# ---- rst_sequencer_flat ----
===== config.mk =====
export PLATFORM = sky130hd
export DESIGN_NAME = rst_sequencer_flat
export DESIGN_NICKNAME = d
export VERILOG_FILES = /design/src/rtl/rst_seq_pkg.sv /design/src/rtl/rst_sequencer_if.sv /design/src/rtl/reset_sync_chain.sv /design/src/rtl/rst_sequencer.sv /design/src/flat_wrapper.sv
export SDC_FILE = /design/constraint.sdc
export NUM_CORES = 1
export LEC_CHECK = 0
export CORE_UTILIZATION = 60
export DETAILED_ROUTE_END_ITERATION = 8
export PLACE_DENSITY = 0.82
export REMOVE_ABC_BUFFERS = 1
export SETUP_SLACK_MARGIN = 0.02
export SYNTH_ARGS = -nofsm -noshare
export SYNTH_HDL_FRONTEND = slang
export SYNTH_SLANG_ARGS = --single-unit

===== constraint.sdc =====
create_clock -name clk -period 5.55 [get_ports clk]
set_input_delay 1.11 -clock clk [delete_from_list [all_inputs] [get_ports clk]]
set_output_delay 1.11 -clock clk [all_outputs]
set_load 0.05 [all_outputs]

===== src/rtl/rst_seq_pkg.sv =====
// Shared types and defaults for the reset sequencer.
// State encoding, default parameters and a sizing helper.
package rst_seq_pkg;

   typedef enum logic [1:0] {
      ASSERT  = 2'd0,
      HOLD    = 2'd1,
      RELEASE = 2'd2,
      DONE    = 2'd3
   } seq_state_e;

   localparam int DEF_SYNC_STAGES = 2;
   localparam int DEF_NUM_OUT     = 4;
   localparam int DEF_HOLD_CYCLES = 16;
   localparam int DEF_STEP_CYCLES = 8;

   function automatic int max_int(input int a, input int b);
      return (a > b) ? a : b;
   endfunction

endpackage


===== src/rtl/rst_sequencer_if.sv =====
// Soft-reset request and sequenced reset outputs of rst_sequencer.
// The sequencer drives the slave modport; its consumer uses master.
interface rst_sequencer_if
   import rst_seq_pkg::*;
#(
   parameter int NUM_OUT = DEF_NUM_OUT
);
   logic               soft_rst_req;
   logic [NUM_OUT-1:0] rst_out;
   logic               seq_done;

   modport master (output soft_rst_req, input rst_out, input seq_done);
   modport slave  (input soft_rst_req, output rst_out, output seq_done);
endinterface


===== src/rtl/reset_sync_chain.sv =====
// Reset synchroniser: asserts asynchronously, releases after STAGES clk edges.
// Also used standalone for single-channel reset synchronisation.
module reset_sync_chain #(
   parameter int STAGES = 2
) (
   input  logic clk,
   input  logic rst,
   output logic sync_rst
);
   logic [STAGES-1:0] sync_q;

   always_ff @(posedge clk or posedge rst) begin
      if (rst) sync_q <= '1;
      else     sync_q <= {sync_q[STAGES-2:0], 1'b0};
   end

   assign sync_rst = sync_q[STAGES-1];
endmodule


===== src/rtl/rst_sequencer.sv =====
// Staggered reset release: all outputs assert asynchronously with rst, then
// release one by one in ascending index order, synchronously to clk.
//
//   state   | meaning
//   --------+-------------------------------------------------------------
//   ASSERT  | waiting for the synchroniser to release; soft requests ignored
//   HOLD    | all outputs asserted, counting HOLD_CYCLES
//   RELEASE | releasing rst_out[idx] every STEP_CYCLES
//   DONE    | all outputs released, seq_done high
module rst_sequencer
   import rst_seq_pkg::*;
#(
   parameter int SYNC_STAGES = DEF_SYNC_STAGES,
   parameter int NUM_OUT     = DEF_NUM_OUT,
   parameter int HOLD_CYCLES = DEF_HOLD_CYCLES,
   parameter int STEP_CYCLES = DEF_STEP_CYCLES
) (
   input  logic           clk,
   input  logic           rst,
   rst_sequencer_if.slave bus
);
   localparam int CNT_W = $clog2(max_int(HOLD_CYCLES, STEP_CYCLES) + 1);
   localparam int IDX_W = $clog2(NUM_OUT + 1);

   logic               sync_rst;
   seq_state_e         state_q, state_d;
   logic [CNT_W-1:0]   cnt_q, cnt_d;
   logic [IDX_W-1:0]   idx_q, idx_d;
   logic [NUM_OUT-1:0] rst_out_q, rst_out_d;
   logic               done_q, done_d;
   logic               restart;

   reset_sync_chain #(.STAGES(SYNC_STAGES)) u_sync (
      .clk      (clk),
      .rst      (rst),
      .sync_rst (sync_rst)
   );

   always_ff @(posedge clk or posedge rst) begin
      if (rst) begin
         state_q   <= ASSERT;
         cnt_q     <= '0;
         idx_q     <= '0;
         rst_out_q <= '1;
         done_q    <= 1'b0;
      end else begin
         state_q   <= state_d;
         cnt_q     <= cnt_d;
         idx_q     <= idx_d;
         rst_out_q <= rst_out_d;
         done_q    <= done_d;
      end
   end

   assign restart = bus.soft_rst_req && (state_q != ASSERT);

   always_comb begin
      state_d   = state_q;
      cnt_d     = cnt_q;
      idx_d     = idx_q;
      rst_out_d = rst_out_q;
      done_d    = done_q;

      unique case (state_q)
         ASSERT: begin
            if (!sync_rst) begin
               state_d = HOLD;
               cnt_d   = '0;
            end
         end
         HOLD: begin
            if (cnt_q == CNT_W'(HOLD_CYCLES - 1)) begin
               rst_out_d[0] = 1'b0;
               cnt_d        = '0;
               idx_d        = IDX_W'(1);
               if (NUM_OUT == 1) begin
                  state_d = DONE;
                  done_d  = 1'b1;
               end else begin
                  state_d = RELEASE;
               end
            end else begin
               cnt_d = cnt_q + CNT_W'(1);
            end
         end
         RELEASE: begin
            if (cnt_q == CNT_W'(STEP_CYCLES - 1)) begin
               rst_out_d = rst_out_q & ~(NUM_OUT'(1) << idx_q);
               idx_d     = idx_q + IDX_W'(1);
               cnt_d     = '0;
               if (idx_q == IDX_W'(NUM_OUT - 1)) begin
                  state_d = DONE;
                  done_d  = 1'b1;
               end
            end else begin
               cnt_d = cnt_q + CNT_W'(1);
            end
         end
         DONE: begin
         end
         default: begin
            state_d = ASSERT;
         end
      endcase

      // A soft request overrides any release step on the same edge.
      if (restart) begin
         state_d   = HOLD;
         cnt_d     = '0;
         idx_d     = '0;
         rst_out_d = '1;
         done_d    = 1'b0;
      end
   end

   assign bus.rst_out  = rst_out_q;
   assign bus.seq_done = done_q;
endmodule

===== src/flat_wrapper.sv =====
// flat-port wrapper written by rule: the top's interface ports become plain ports
module rst_sequencer_flat import rst_seq_pkg::*;
#(
   parameter int SYNC_STAGES = DEF_SYNC_STAGES,
   parameter int NUM_OUT     = DEF_NUM_OUT,
   parameter int HOLD_CYCLES = DEF_HOLD_CYCLES,
   parameter int STEP_CYCLES = DEF_STEP_CYCLES
)
  (clk, rst, bus_soft_rst_req, bus_rst_out, bus_seq_done);
  rst_sequencer_if #(.NUM_OUT(NUM_OUT)) bus_i ();
  input  logic clk;
  input  logic rst;
  input wire logic [$bits(bus_i.soft_rst_req)-1:0] bus_soft_rst_req;
  output wire logic [$bits(bus_i.rst_out)-1:0] bus_rst_out;
  output wire logic [$bits(bus_i.seq_done)-1:0] bus_seq_done;
  assign bus_i.soft_rst_req = bus_soft_rst_req;
  assign bus_rst_out = bus_i.rst_out;
  assign bus_seq_done = bus_i.seq_done;
  rst_sequencer #(.SYNC_STAGES(SYNC_STAGES), .NUM_OUT(NUM_OUT), .HOLD_CYCLES(HOLD_CYCLES), .STEP_CYCLES(STEP_CYCLES)) u_core (.clk(clk), .rst(rst), .bus(bus_i));
endmodule

# ---- noise_channel_generator ----
`src/rtl/noise_channel_generator.sv`:
```
// LFSR noise voice: shift-clock divider, 15/7-bit LFSR, volume envelope and trigger restart.
// Define NOISE_LENGTH_COUNTER_EN to build the length counter that silences the channel.
module noise_channel_generator #(
   parameter int unsigned SAMPLE_WIDTH   = 20,
   parameter int unsigned HEADROOM_SHIFT = 3,
   parameter int unsigned CLK_SHIFT      = 0
) (
   input  logic                    I_BITCLK,
   input  logic                    I_RESET,
   input  logic                    I_STROBE,
   input  logic                    I_TRIGGER,
   input  logic [3:0]              I_SHIFT_CODE,
   input  logic [2:0]              I_DIV_CODE,
   input  logic                    I_BIT_WIDTH,
   input  logic [3:0]              I_ENV_INIT,
   input  logic                    I_ENV_DIR,
   input  logic [2:0]              I_ENV_PERIOD,
   input  logic                    I_ENV_TICK,
   input  logic                    I_LEN_EN,
   input  logic [5:0]              I_LEN_LOAD,
   input  logic                    I_LEN_TICK,
   input  logic                    I_WAVEFORM_EN,
   output logic [SAMPLE_WIDTH-1:0] O_SAMPLE,
   output logic                    O_ACTIVE,
   output logic [3:0]              O_VOLUME
);

   localparam int unsigned TIMER_W    = 20 + CLK_SHIFT;
   localparam int unsigned PER_W      = TIMER_W + 16;
   localparam int unsigned FULL_W     = SAMPLE_WIDTH + 4;
   localparam int unsigned FULL_SCALE = (32'd1 << (SAMPLE_WIDTH - 1)) - 32'd1;
   localparam int unsigned STEP       = FULL_SCALE / 15;

   logic [14:0]             r_lfsr;
   logic [TIMER_W-1:0]      r_timer;
   logic [3:0]              r_vol;
   logic [2:0]              r_env_cnt;
   logic                    r_active;
   logic [SAMPLE_WIDTH-1:0] r_sample;

   logic                    w_fb;
   logic [14:0]             w_lfsr_shift;
   logic [6:0]              w_base;
   logic [PER_W-1:0]        w_period_full;
   logic [TIMER_W-1:0]      w_period;
   logic [FULL_W-1:0]       w_mag_full;
   logic [SAMPLE_WIDTH-1:0] w_mag;
   logic                    w_env_fire;
   logic                    w_shift_ok;
   logic                    w_len_expire;

   // Next LFSR value; 7-bit mode also feeds the feedback bit into bit 6.
   always_comb begin
      w_fb         = r_lfsr[0] ^ r_lfsr[1];
      w_lfsr_shift = {w_fb, r_lfsr[14:1]};
      if (I_BIT_WIDTH) begin
         w_lfsr_shift[6] = w_fb;
      end
   end

   always_comb begin
      w_base        = (I_DIV_CODE == 3'd0) ? 7'd8 : {I_DIV_CODE, 4'b0000};
      w_period_full = (PER_W'(w_base) << I_SHIFT_CODE) << CLK_SHIFT;
      w_period      = w_period_full[TIMER_W-1:0];
      w_mag_full    = (FULL_W'(r_vol) * FULL_W'(STEP)) >> HEADROOM_SHIFT;
      w_mag         = w_mag_full[SAMPLE_WIDTH-1:0];
      w_env_fire    = r_active && I_ENV_TICK && (I_ENV_PERIOD != 3'd0);
      w_shift_ok    = (I_SHIFT_CODE < 4'd14);
   end

`ifdef NOISE_LENGTH_COUNTER_EN
   logic [6:0] r_len;

   always_ff @(posedge I_BITCLK or posedge I_RESET) begin
      if (I_RESET) begin
         r_len <= 7'd0;
      end else if (I_TRIGGER) begin
         r_len <= 7'd64 - {1'b0, I_LEN_LOAD};
      end else if (I_LEN_TICK && I_LEN_EN && (r_len != 7'd0)) begin
         r_len <= r_len - 7'd1;
      end
   end

   assign w_len_expire = I_LEN_TICK && I_LEN_EN && (r_len == 7'd1);
`else
   logic w_unused_len;

   assign w_unused_len = ^{I_LEN_EN, I_LEN_LOAD, I_LEN_TICK};
   assign w_len_expire = 1'b0;
`endif

   // Channel state; a trigger overrides any tick or timer expiry in the same cycle.
   always_ff @(posedge I_BITCLK or posedge I_RESET) begin
      if (I_RESET) begin
         r_lfsr    <= 15'h7FFF;
         r_timer   <= '0;
         r_vol     <= 4'd0;
         r_env_cnt <= 3'd0;
         r_active  <= 1'b0;
      end else if (I_TRIGGER) begin
         r_lfsr    <= 15'h7FFF;
         r_timer   <= w_period;
         r_vol     <= I_ENV_INIT;
         r_env_cnt <= I_ENV_PERIOD;
         r_active  <= !((I_ENV_INIT == 4'd0) && !I_ENV_DIR);
      end else begin
         if (r_active) begin
            if (r_timer == TIMER_W'(1)) begin
               r_timer <= w_period;
               if (w_shift_ok) begin
                  r_lfsr <= w_lfsr_shift;
               end
            end else begin
               r_timer <= r_timer - TIMER_W'(1);
            end
         end
         if (w_env_fire) begin
            if (r_env_cnt <= 3'd1) begin
               r_env_cnt <= I_ENV_PERIOD;
               if (I_ENV_DIR && (r_vol != 4'd15)) begin
                  r_vol <= r_vol + 4'd1;
               end else if (!I_ENV_DIR && (r_vol != 4'd0)) begin
                  r_vol <= r_vol - 4'd1;
               end
            end else begin
               r_env_cnt <= r_env_cnt - 3'd1;
            end
         end
         if (w_len_expire) begin
            r_active <= 1'b0;
         end
      end
   end

   // Sample register: disable clears at once, otherwise reload on the strobe.
   always_ff @(posedge I_BITCLK or posedge I_RESET) begin
      if (I_RESET) begin
         r_sample <= '0;
      end else if (!I_WAVEFORM_EN || !r_active) begin
         r_sample <= '0;
      end else if (I_STROBE) begin
         r_sample <= r_lfsr[0] ? (-w_mag) : w_mag;
      end
   end

   assign O_SAMPLE = r_sample;
   assign O_ACTIVE = r_active;
   assign O_VOLUME = r_vol;

endmodule

```
`config.mk`:
```
export PLATFORM = sky130hd
export DESIGN_NAME = noise_channel_generator
export DESIGN_NICKNAME = d
export VERILOG_FILES = /design/src/rtl/noise_channel_generator.sv
export SDC_FILE = /design/constraint.sdc
export NUM_CORES = 1
export LEC_CHECK = 0
export ABC_AREA = 1
export ABC_CLOCK_PERIOD_IN_PS = 1800
export CAP_MARGIN = 20
export CELL_PAD_IN_SITES_DETAIL_PLACEMENT = 1
export CELL_PAD_IN_SITES_GLOBAL_PLACEMENT = 1
export CORE_ASPECT_RATIO = 1.75
export CORE_UTILIZATION = 36
export CTS_BUF_LIST = sky130_fd_sc_hd__clkbuf_8
export DETAILED_ROUTE_END_ITERATION = 10
export PLACE_DENSITY = 0.85
export REMOVE_ABC_BUFFERS = 1
export SYNTH_ARGS = -nofsm -noshare
export SYNTH_HDL_FRONTEND = slang
export SYNTH_SLANG_ARGS = --single-unit
```
`constraint.sdc`:
```
create_clock -name I_BITCLK -period 1.8 [get_ports I_BITCLK]
set_input_delay 0.36 -clock I_BITCLK [delete_from_list [all_inputs] [get_ports I_BITCLK]]
set_output_delay 0.36 -clock I_BITCLK [all_outputs]
set_load 0.1 [all_outputs]
```
# ---- spec_squash_unit ----
$ cat src/rtl/spec_squash_unit.sv
// Speculative slot tracker: tags slots allocated under an unresolved branch, squashes them on kill.
// Optional SPEC_SQUASH_STATS_EN adds kill/resolve/squashed-slot statistics counters.
module spec_squash_unit #(
  parameter int NUM_ENTRIES = 8,
  parameter int IDX_W       = 3
) (
  input  logic                   clock,
  input  logic                   reset,
  input  logic                   branch_pending,
  input  logic                   kill,
  input  logic                   resolve,
  input  logic                   alloc_valid,
  input  logic [IDX_W-1:0]       alloc_idx,
  input  logic                   free_valid,
  input  logic [IDX_W-1:0]       free_idx,
  input  logic                   squash_ack,
  output logic [NUM_ENTRIES-1:0] valid_mask,
  output logic [NUM_ENTRIES-1:0] spec_mask,
  output logic [IDX_W:0]         spec_count,
  output logic                   squash_valid,
  output logic [NUM_ENTRIES-1:0] squash_mask,
  output logic                   alloc_stall,
  output logic                   alloc_err
`ifdef SPEC_SQUASH_STATS_EN
  ,
  output logic [15:0]            kill_count,
  output logic [15:0]            resolve_count,
  output logic [15:0]            squashed_total
`endif
);

  localparam int CNT_W = IDX_W + 1;

  typedef enum logic {IDLE, SQUASH} state_t;
  state_t state;

  logic [NUM_ENTRIES-1:0] free_vec;
  logic [NUM_ENTRIES-1:0] alloc_vec;
  logic [NUM_ENTRIES-1:0] valid_after_free;
  logic [NUM_ENTRIES-1:0] spec_after_free;
  logic [NUM_ENTRIES-1:0] spec_candidate;
  logic                   alloc_req;
  logic                   alloc_hit;
  logic                   accept_kill;

  function automatic logic [CNT_W-1:0] popcount(input logic [NUM_ENTRIES-1:0] v);
    logic [CNT_W-1:0] c;
    c = '0;
    for (int i = 0; i < NUM_ENTRIES; i++) c = c + CNT_W'(v[i]);
    return c;
  endfunction

  // Free is applied before alloc, so a slot released this cycle may be reallocated at once.
  always_comb begin
    free_vec = '0;
    if (free_valid) free_vec[free_idx] = 1'b1;
    valid_after_free = valid_mask & ~free_vec;
    spec_after_free  = spec_mask & ~free_vec;
    alloc_req = alloc_valid && (state == IDLE);
    alloc_hit = alloc_req && valid_after_free[alloc_idx];
    alloc_vec = '0;
    if (alloc_req && !valid_after_free[alloc_idx]) alloc_vec[alloc_idx] = 1'b1;
    spec_candidate = spec_after_free | (branch_pending ? alloc_vec : '0);
    accept_kill = (state == IDLE) && kill;
  end

  assign spec_count  = popcount(spec_mask);
  assign alloc_stall = (state == SQUASH);

  // Kill captures the speculative set as it would have stood after this edge, then drops it.
  always_ff @(posedge clock or posedge reset) begin
    if (reset) begin
      state        <= IDLE;
      valid_mask   <= '0;
      spec_mask    <= '0;
      squash_valid <= 1'b0;
      squash_mask  <= '0;
      alloc_err    <= 1'b0;
    end else begin
      alloc_err <= alloc_hit;
      case (state)
        IDLE: begin
          if (kill) begin
            state        <= SQUASH;
            squash_valid <= 1'b1;
            squash_mask  <= spec_candidate;
            valid_mask   <= (valid_after_free | alloc_vec) & ~spec_candidate;
            spec_mask    <= '0;
          end else if (resolve) begin
            valid_mask <= valid_after_free | alloc_vec;
            spec_mask  <= '0;
          end else begin
            valid_mask <= valid_after_free | alloc_vec;
            spec_mask  <= spec_candidate;
          end
        end
        SQUASH: begin
          valid_mask <= valid_after_free;
          spec_mask  <= spec_after_free;
          if (squash_ack) begin
            state        <= IDLE;
            squash_valid <= 1'b0;
            squash_mask  <= '0;
          end
        end
        default: state <= IDLE;
      endcase
    end
  end

`ifdef SPEC_SQUASH_STATS_EN
  logic        accept_resolve;
  logic [16:0] squashed_sum;

  assign accept_resolve = (state == IDLE) && resolve && !kill;
  assign squashed_sum   = {1'b0, squashed_total} + 17'(popcount(spec_candidate));

  // All statistics saturate rather than wrap.
  always_ff @(posedge clock or posedge reset) begin
    if (reset) begin
      kill_count     <= '0;
      resolve_count  <= '0;
      squashed_total <= '0;
    end else begin
      if (accept_kill) begin
        if (kill_count != 16'hFFFF) kill_count <= kill_count + 16'd1;
        squashed_total <= squashed_sum[16] ? 16'hFFFF : squashed_sum[15:0];
      end
      if (accept_resolve && resolve_count != 16'hFFFF) resolve_count <= resolve_count + 16'd1;
    end
  end
`endif

endmodule

$ cat config.mk
export PLATFORM = sky130hd
export DESIGN_NAME = spec_squash_unit
export DESIGN_NICKNAME = d
export VERILOG_FILES = /design/src/rtl/spec_squash_unit.sv
export SDC_FILE = /design/constraint.sdc
export NUM_CORES = 1
export LEC_CHECK = 0
export CAP_MARGIN = 20
export CORE_MARGIN = 4
export CORE_UTILIZATION = 41
export DETAILED_ROUTE_END_ITERATION = 6
export PLACE_DENSITY = 0.69
export SYNTH_ARGS = -nofsm -noshare
export SYNTH_HDL_FRONTEND = slang
export SYNTH_SLANG_ARGS = --single-unit
$ cat constraint.sdc
create_clock -name clock -period 3.3 [get_ports clock]
set_clock_uncertainty 0.05 [all_clocks]
set_input_delay 0.33 -clock clock [delete_from_list [all_inputs] [get_ports clock]]
set_output_delay 0.33 -clock clock [all_outputs]
set_load 0.05 [all_outputs]
Figure 1. Cell placement (noise_channel_generator).
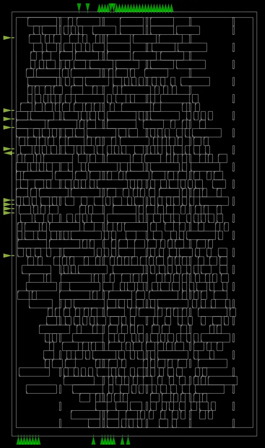
post-layout util: 51.22%
# fillers: 1,250
flop share of the area: 27.75%

Figure 2. Wires at chosen ports, followed through buffers (noise_channel_generator).
Drawn at 4 px/micron.
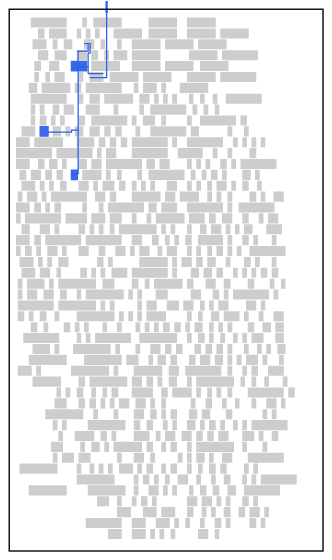
- I_ENV_DIR: blue (bits 1; direction input; end cells 3; buffers 2; wire 81.4 microns)

==> metrics.log, noise_channel_generator <==
[flow] summary of implementation run
[metrics] met1 Resource Use GR: 23.32%
[metrics] final tally of setup violations: 2
[metrics] CP delay by family, top: simple AND/OR/NAND/NOR gates
[metrics] highest attainable clock frequency: 537.5 MHz
[metrics] layout clock buffer count: 5
[metrics] violated checks: setup timing
[metrics] buffers inserted by post-CTS timing repair: 3
[metrics] clock tree sinks: 55
[metrics] number of antenna violations at the first check in global routing: 0
[metrics] gr busiest metal: met2
[metrics] most numerous logic cell after layout: nand2_1
[metrics] Multiplexer share: 0%
[metrics] worst path buffer plus inverter count: 2
[metrics] Non-clock buffers, area share: 23.02%
[metrics] clock latency on the worst-skew pair: 0.33 ns
[metrics] result of the run: complete, but fails checks
[metrics] Die Outline Area: 0.01054 sq mm
[metrics] number of flip-flops and latches in the synthesized netlist: 55
[metrics] sequential share of power: 29.5%
[metrics] detailed-route wire length: 13,290 microns
[metrics] Top class by area: combinational gates
[metrics] maximum number of pins on one net before global-route repair: 56
[metrics] number of standard cells after synthesis: 526
[metrics] post-route setup slack: -0.06058 ns
[metrics] Period Utilization, post-route: 103.4%
## noise_channel_generator: stage by stage
stage | hold slack, ns | cell area, sq um | std cells | TNS [ns] | utilization (%)
4_1_cts | 0.4081 | 4876 | 731 | 0 | 49.50
5_1_grt | 0.4269 | 5045 | 740 | -1.899 | 51.22
2_1_floorplan | 0.4439 | 3516 | 506 | -28.33 | -
3_5_place_dp | 0.4729 | 4743 | 720 | -2.678 | 48.16
6_report | 0.3976 | 5045 | 740 | -0.09698 | 51.22
3_3_place_gp | 0.4549 | 4743 | 720 | -0.8526 | 48.16
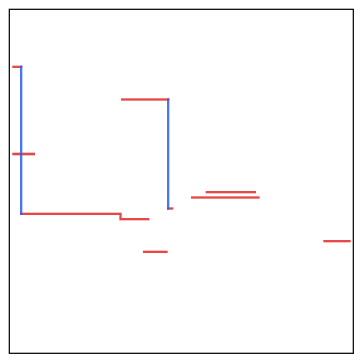
Figure 3: rst_sequencer_flat, metal layers overlaid.
Drawn at 8 px/micron. Two of the layers only.
- metal 3: red (wire length 46.1 microns)
- metal 4: blue (wire length 32.0 microns)
global-route total usage across every layer: 23.14%
via count: 721
drt wl/cell: 14.83 microns
detailed-route wire length: 1780 microns

==> metrics.log, rst_sequencer_flat <==
[flow] summary of implementation run
[metrics] number of flip-flops and latches in the synthesized netlist: 17
[metrics] largest vdd supply drop: 209.2 uV
[metrics] net switching power: 134.7 uW
[metrics] Worst Reg-to-Reg Cells: 8
[metrics] share of cells above drive strength 1: 16.35%
[metrics] worst hold path startpoint: u_core.u_sync.sync_q[0]
[metrics] crit path capture: bus_rst_out[0]
[metrics] category of the worst setup path capture point: primary output
[metrics] final std cells w/o fill: 120
[metrics] sequential area share after synthesis: 43.30%
[metrics] post-synthesis async set-or-reset flop share: 100.0%
[metrics] number of standard cells after synthesis: 95
[metrics] result of the run: completed
[metrics] Die Y: 42.82 microns
[metrics] number of hold-repair buffers added at the cts stage: 0
[metrics] setup slack, reg-to-reg: 3.54 ns
[metrics] startpoint of the most critical register-to-register path: u_core.cnt_q[0]
[metrics] power drawn by the combinational cells: 133 uW
## rst_sequencer_flat: synth_stat cells (all sizes together) (3+ instances only)
cell	n	area [sq um]
nor2	4	15.01
ha	12	150.1
nand3	3	15.01
inv	13	48.80
dfrtp	11	275.3
o31ai	3	22.52
nor3	3	15.01
a21oi	3	18.77
nand2	6	22.52
dfstp	6	157.7
a21o	5	37.54
## rst_sequencer_flat: routing by layer
layer	routed length, microns	vias to the layer above	global-route usage, %	share of wire (%)
met5	0	-	0	0
met4	31	0	10.00	1.7
met3	46	4	2.553	2.6
met2	835	12	35.76	47
met1	866	353	32.78	49
li1	-	352	-	-
Figure 4. Cell placement (spec_squash_unit).
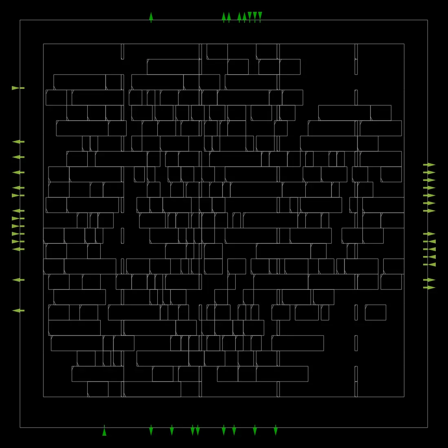
standard-cell row count: 23
flop share of the area: 28.91%

==> metrics.log, spec_squash_unit <==
[flow] summary of implementation run
[metrics] yosys stat cell total: 176
[metrics] post-route setup slack: -0.3594 ns
[metrics] Logic inverters: 14
[metrics] Non-clock buffers, area share: 22.84%
[metrics] worst hold-check slack: 0.3048 ns
[metrics] startpoint of the most critical register-to-register path: alloc_stall
[metrics] Top Consumer: registers
[metrics] path type of the worst min-delay path: in -> async
[metrics] number of buffers on the longest clock path: 2
[metrics] maximum number of pins on one net before global-route repair: 28
[metrics] number of standard cells after synthesis: 176
[metrics] result of the run: complete, but fails checks
[metrics] violated checks: setup timing
[metrics] kind of critical path: reg -> out
[metrics] final tally of setup violations: 3
[metrics] proportion of cell area occupied by multi-input gates: 41.27%
[metrics] via count: 1,634
[metrics] mapped cell area: 0.001692 sq mm
[metrics] total tool warning count: 29
[metrics] adder and majority cell fraction of the synthesized area: 6.953%
==> spec_squash_unit: repair_timing <==
item | in CTS | in global routing
endpoints found under the setup margin | 3 | 3
gates resized | 2 | 6
cloned | 0 | 0
pin swaps | 1 | 2
buffers inserted | 0 | 1
==> spec_squash_unit: worst paths after layout <==
path                             endpoint  slack, ns  depth (start not counted)
max in group asynchronous   valid_mask[7]       2.45                          3
max reg2reg                 valid_mask[2]       1.45                          4
min in group clock         squash_mask[5]       0.46                          2
min                         valid_mask[1]       0.30                          2
min reg2reg                squash_mask[5]       0.46                          2
max                         spec_count[1]      -0.36                         10


==> gallery <==
Wiring heat map.
image #1
Drawn at 4 px/micron. The die is cut into 14 by 14 equal tiles; dark blue is low, red is high, scaled to the fullest tile. Values are wire area over tile area, all layers added.
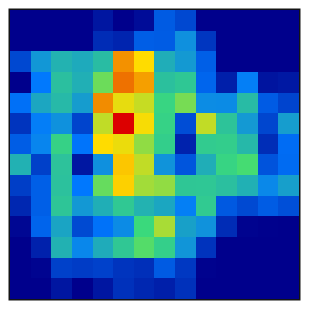
image #2
Drawn at 4 px/micron. The die is cut into 16 by 27 equal tiles; dark blue is low, red is high, scaled to the fullest tile. Values are wire area over tile area, all layers added.
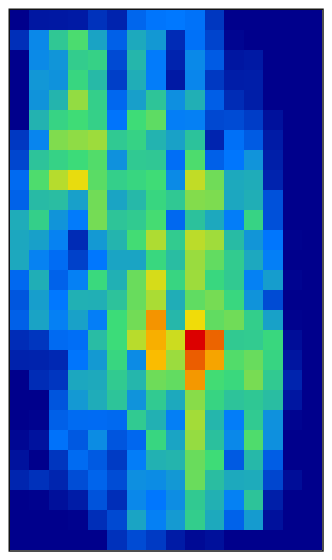
image #3
Drawn at 8 px/micron. The die is cut into 9 by 9 equal tiles; dark blue is low, red is high, scaled to the fullest tile. Values are wire area over tile area, all layers added.
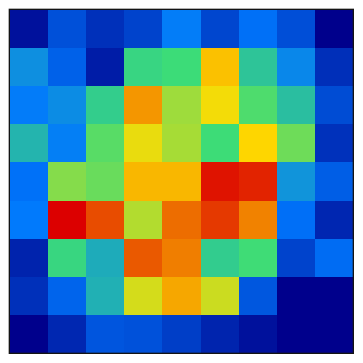
- image #1 = spec_squash_unit
- image #2 = noise_channel_generator
- image #3 = rst_sequencer_flat

Power is estimated from default activity; no workload was simulated.
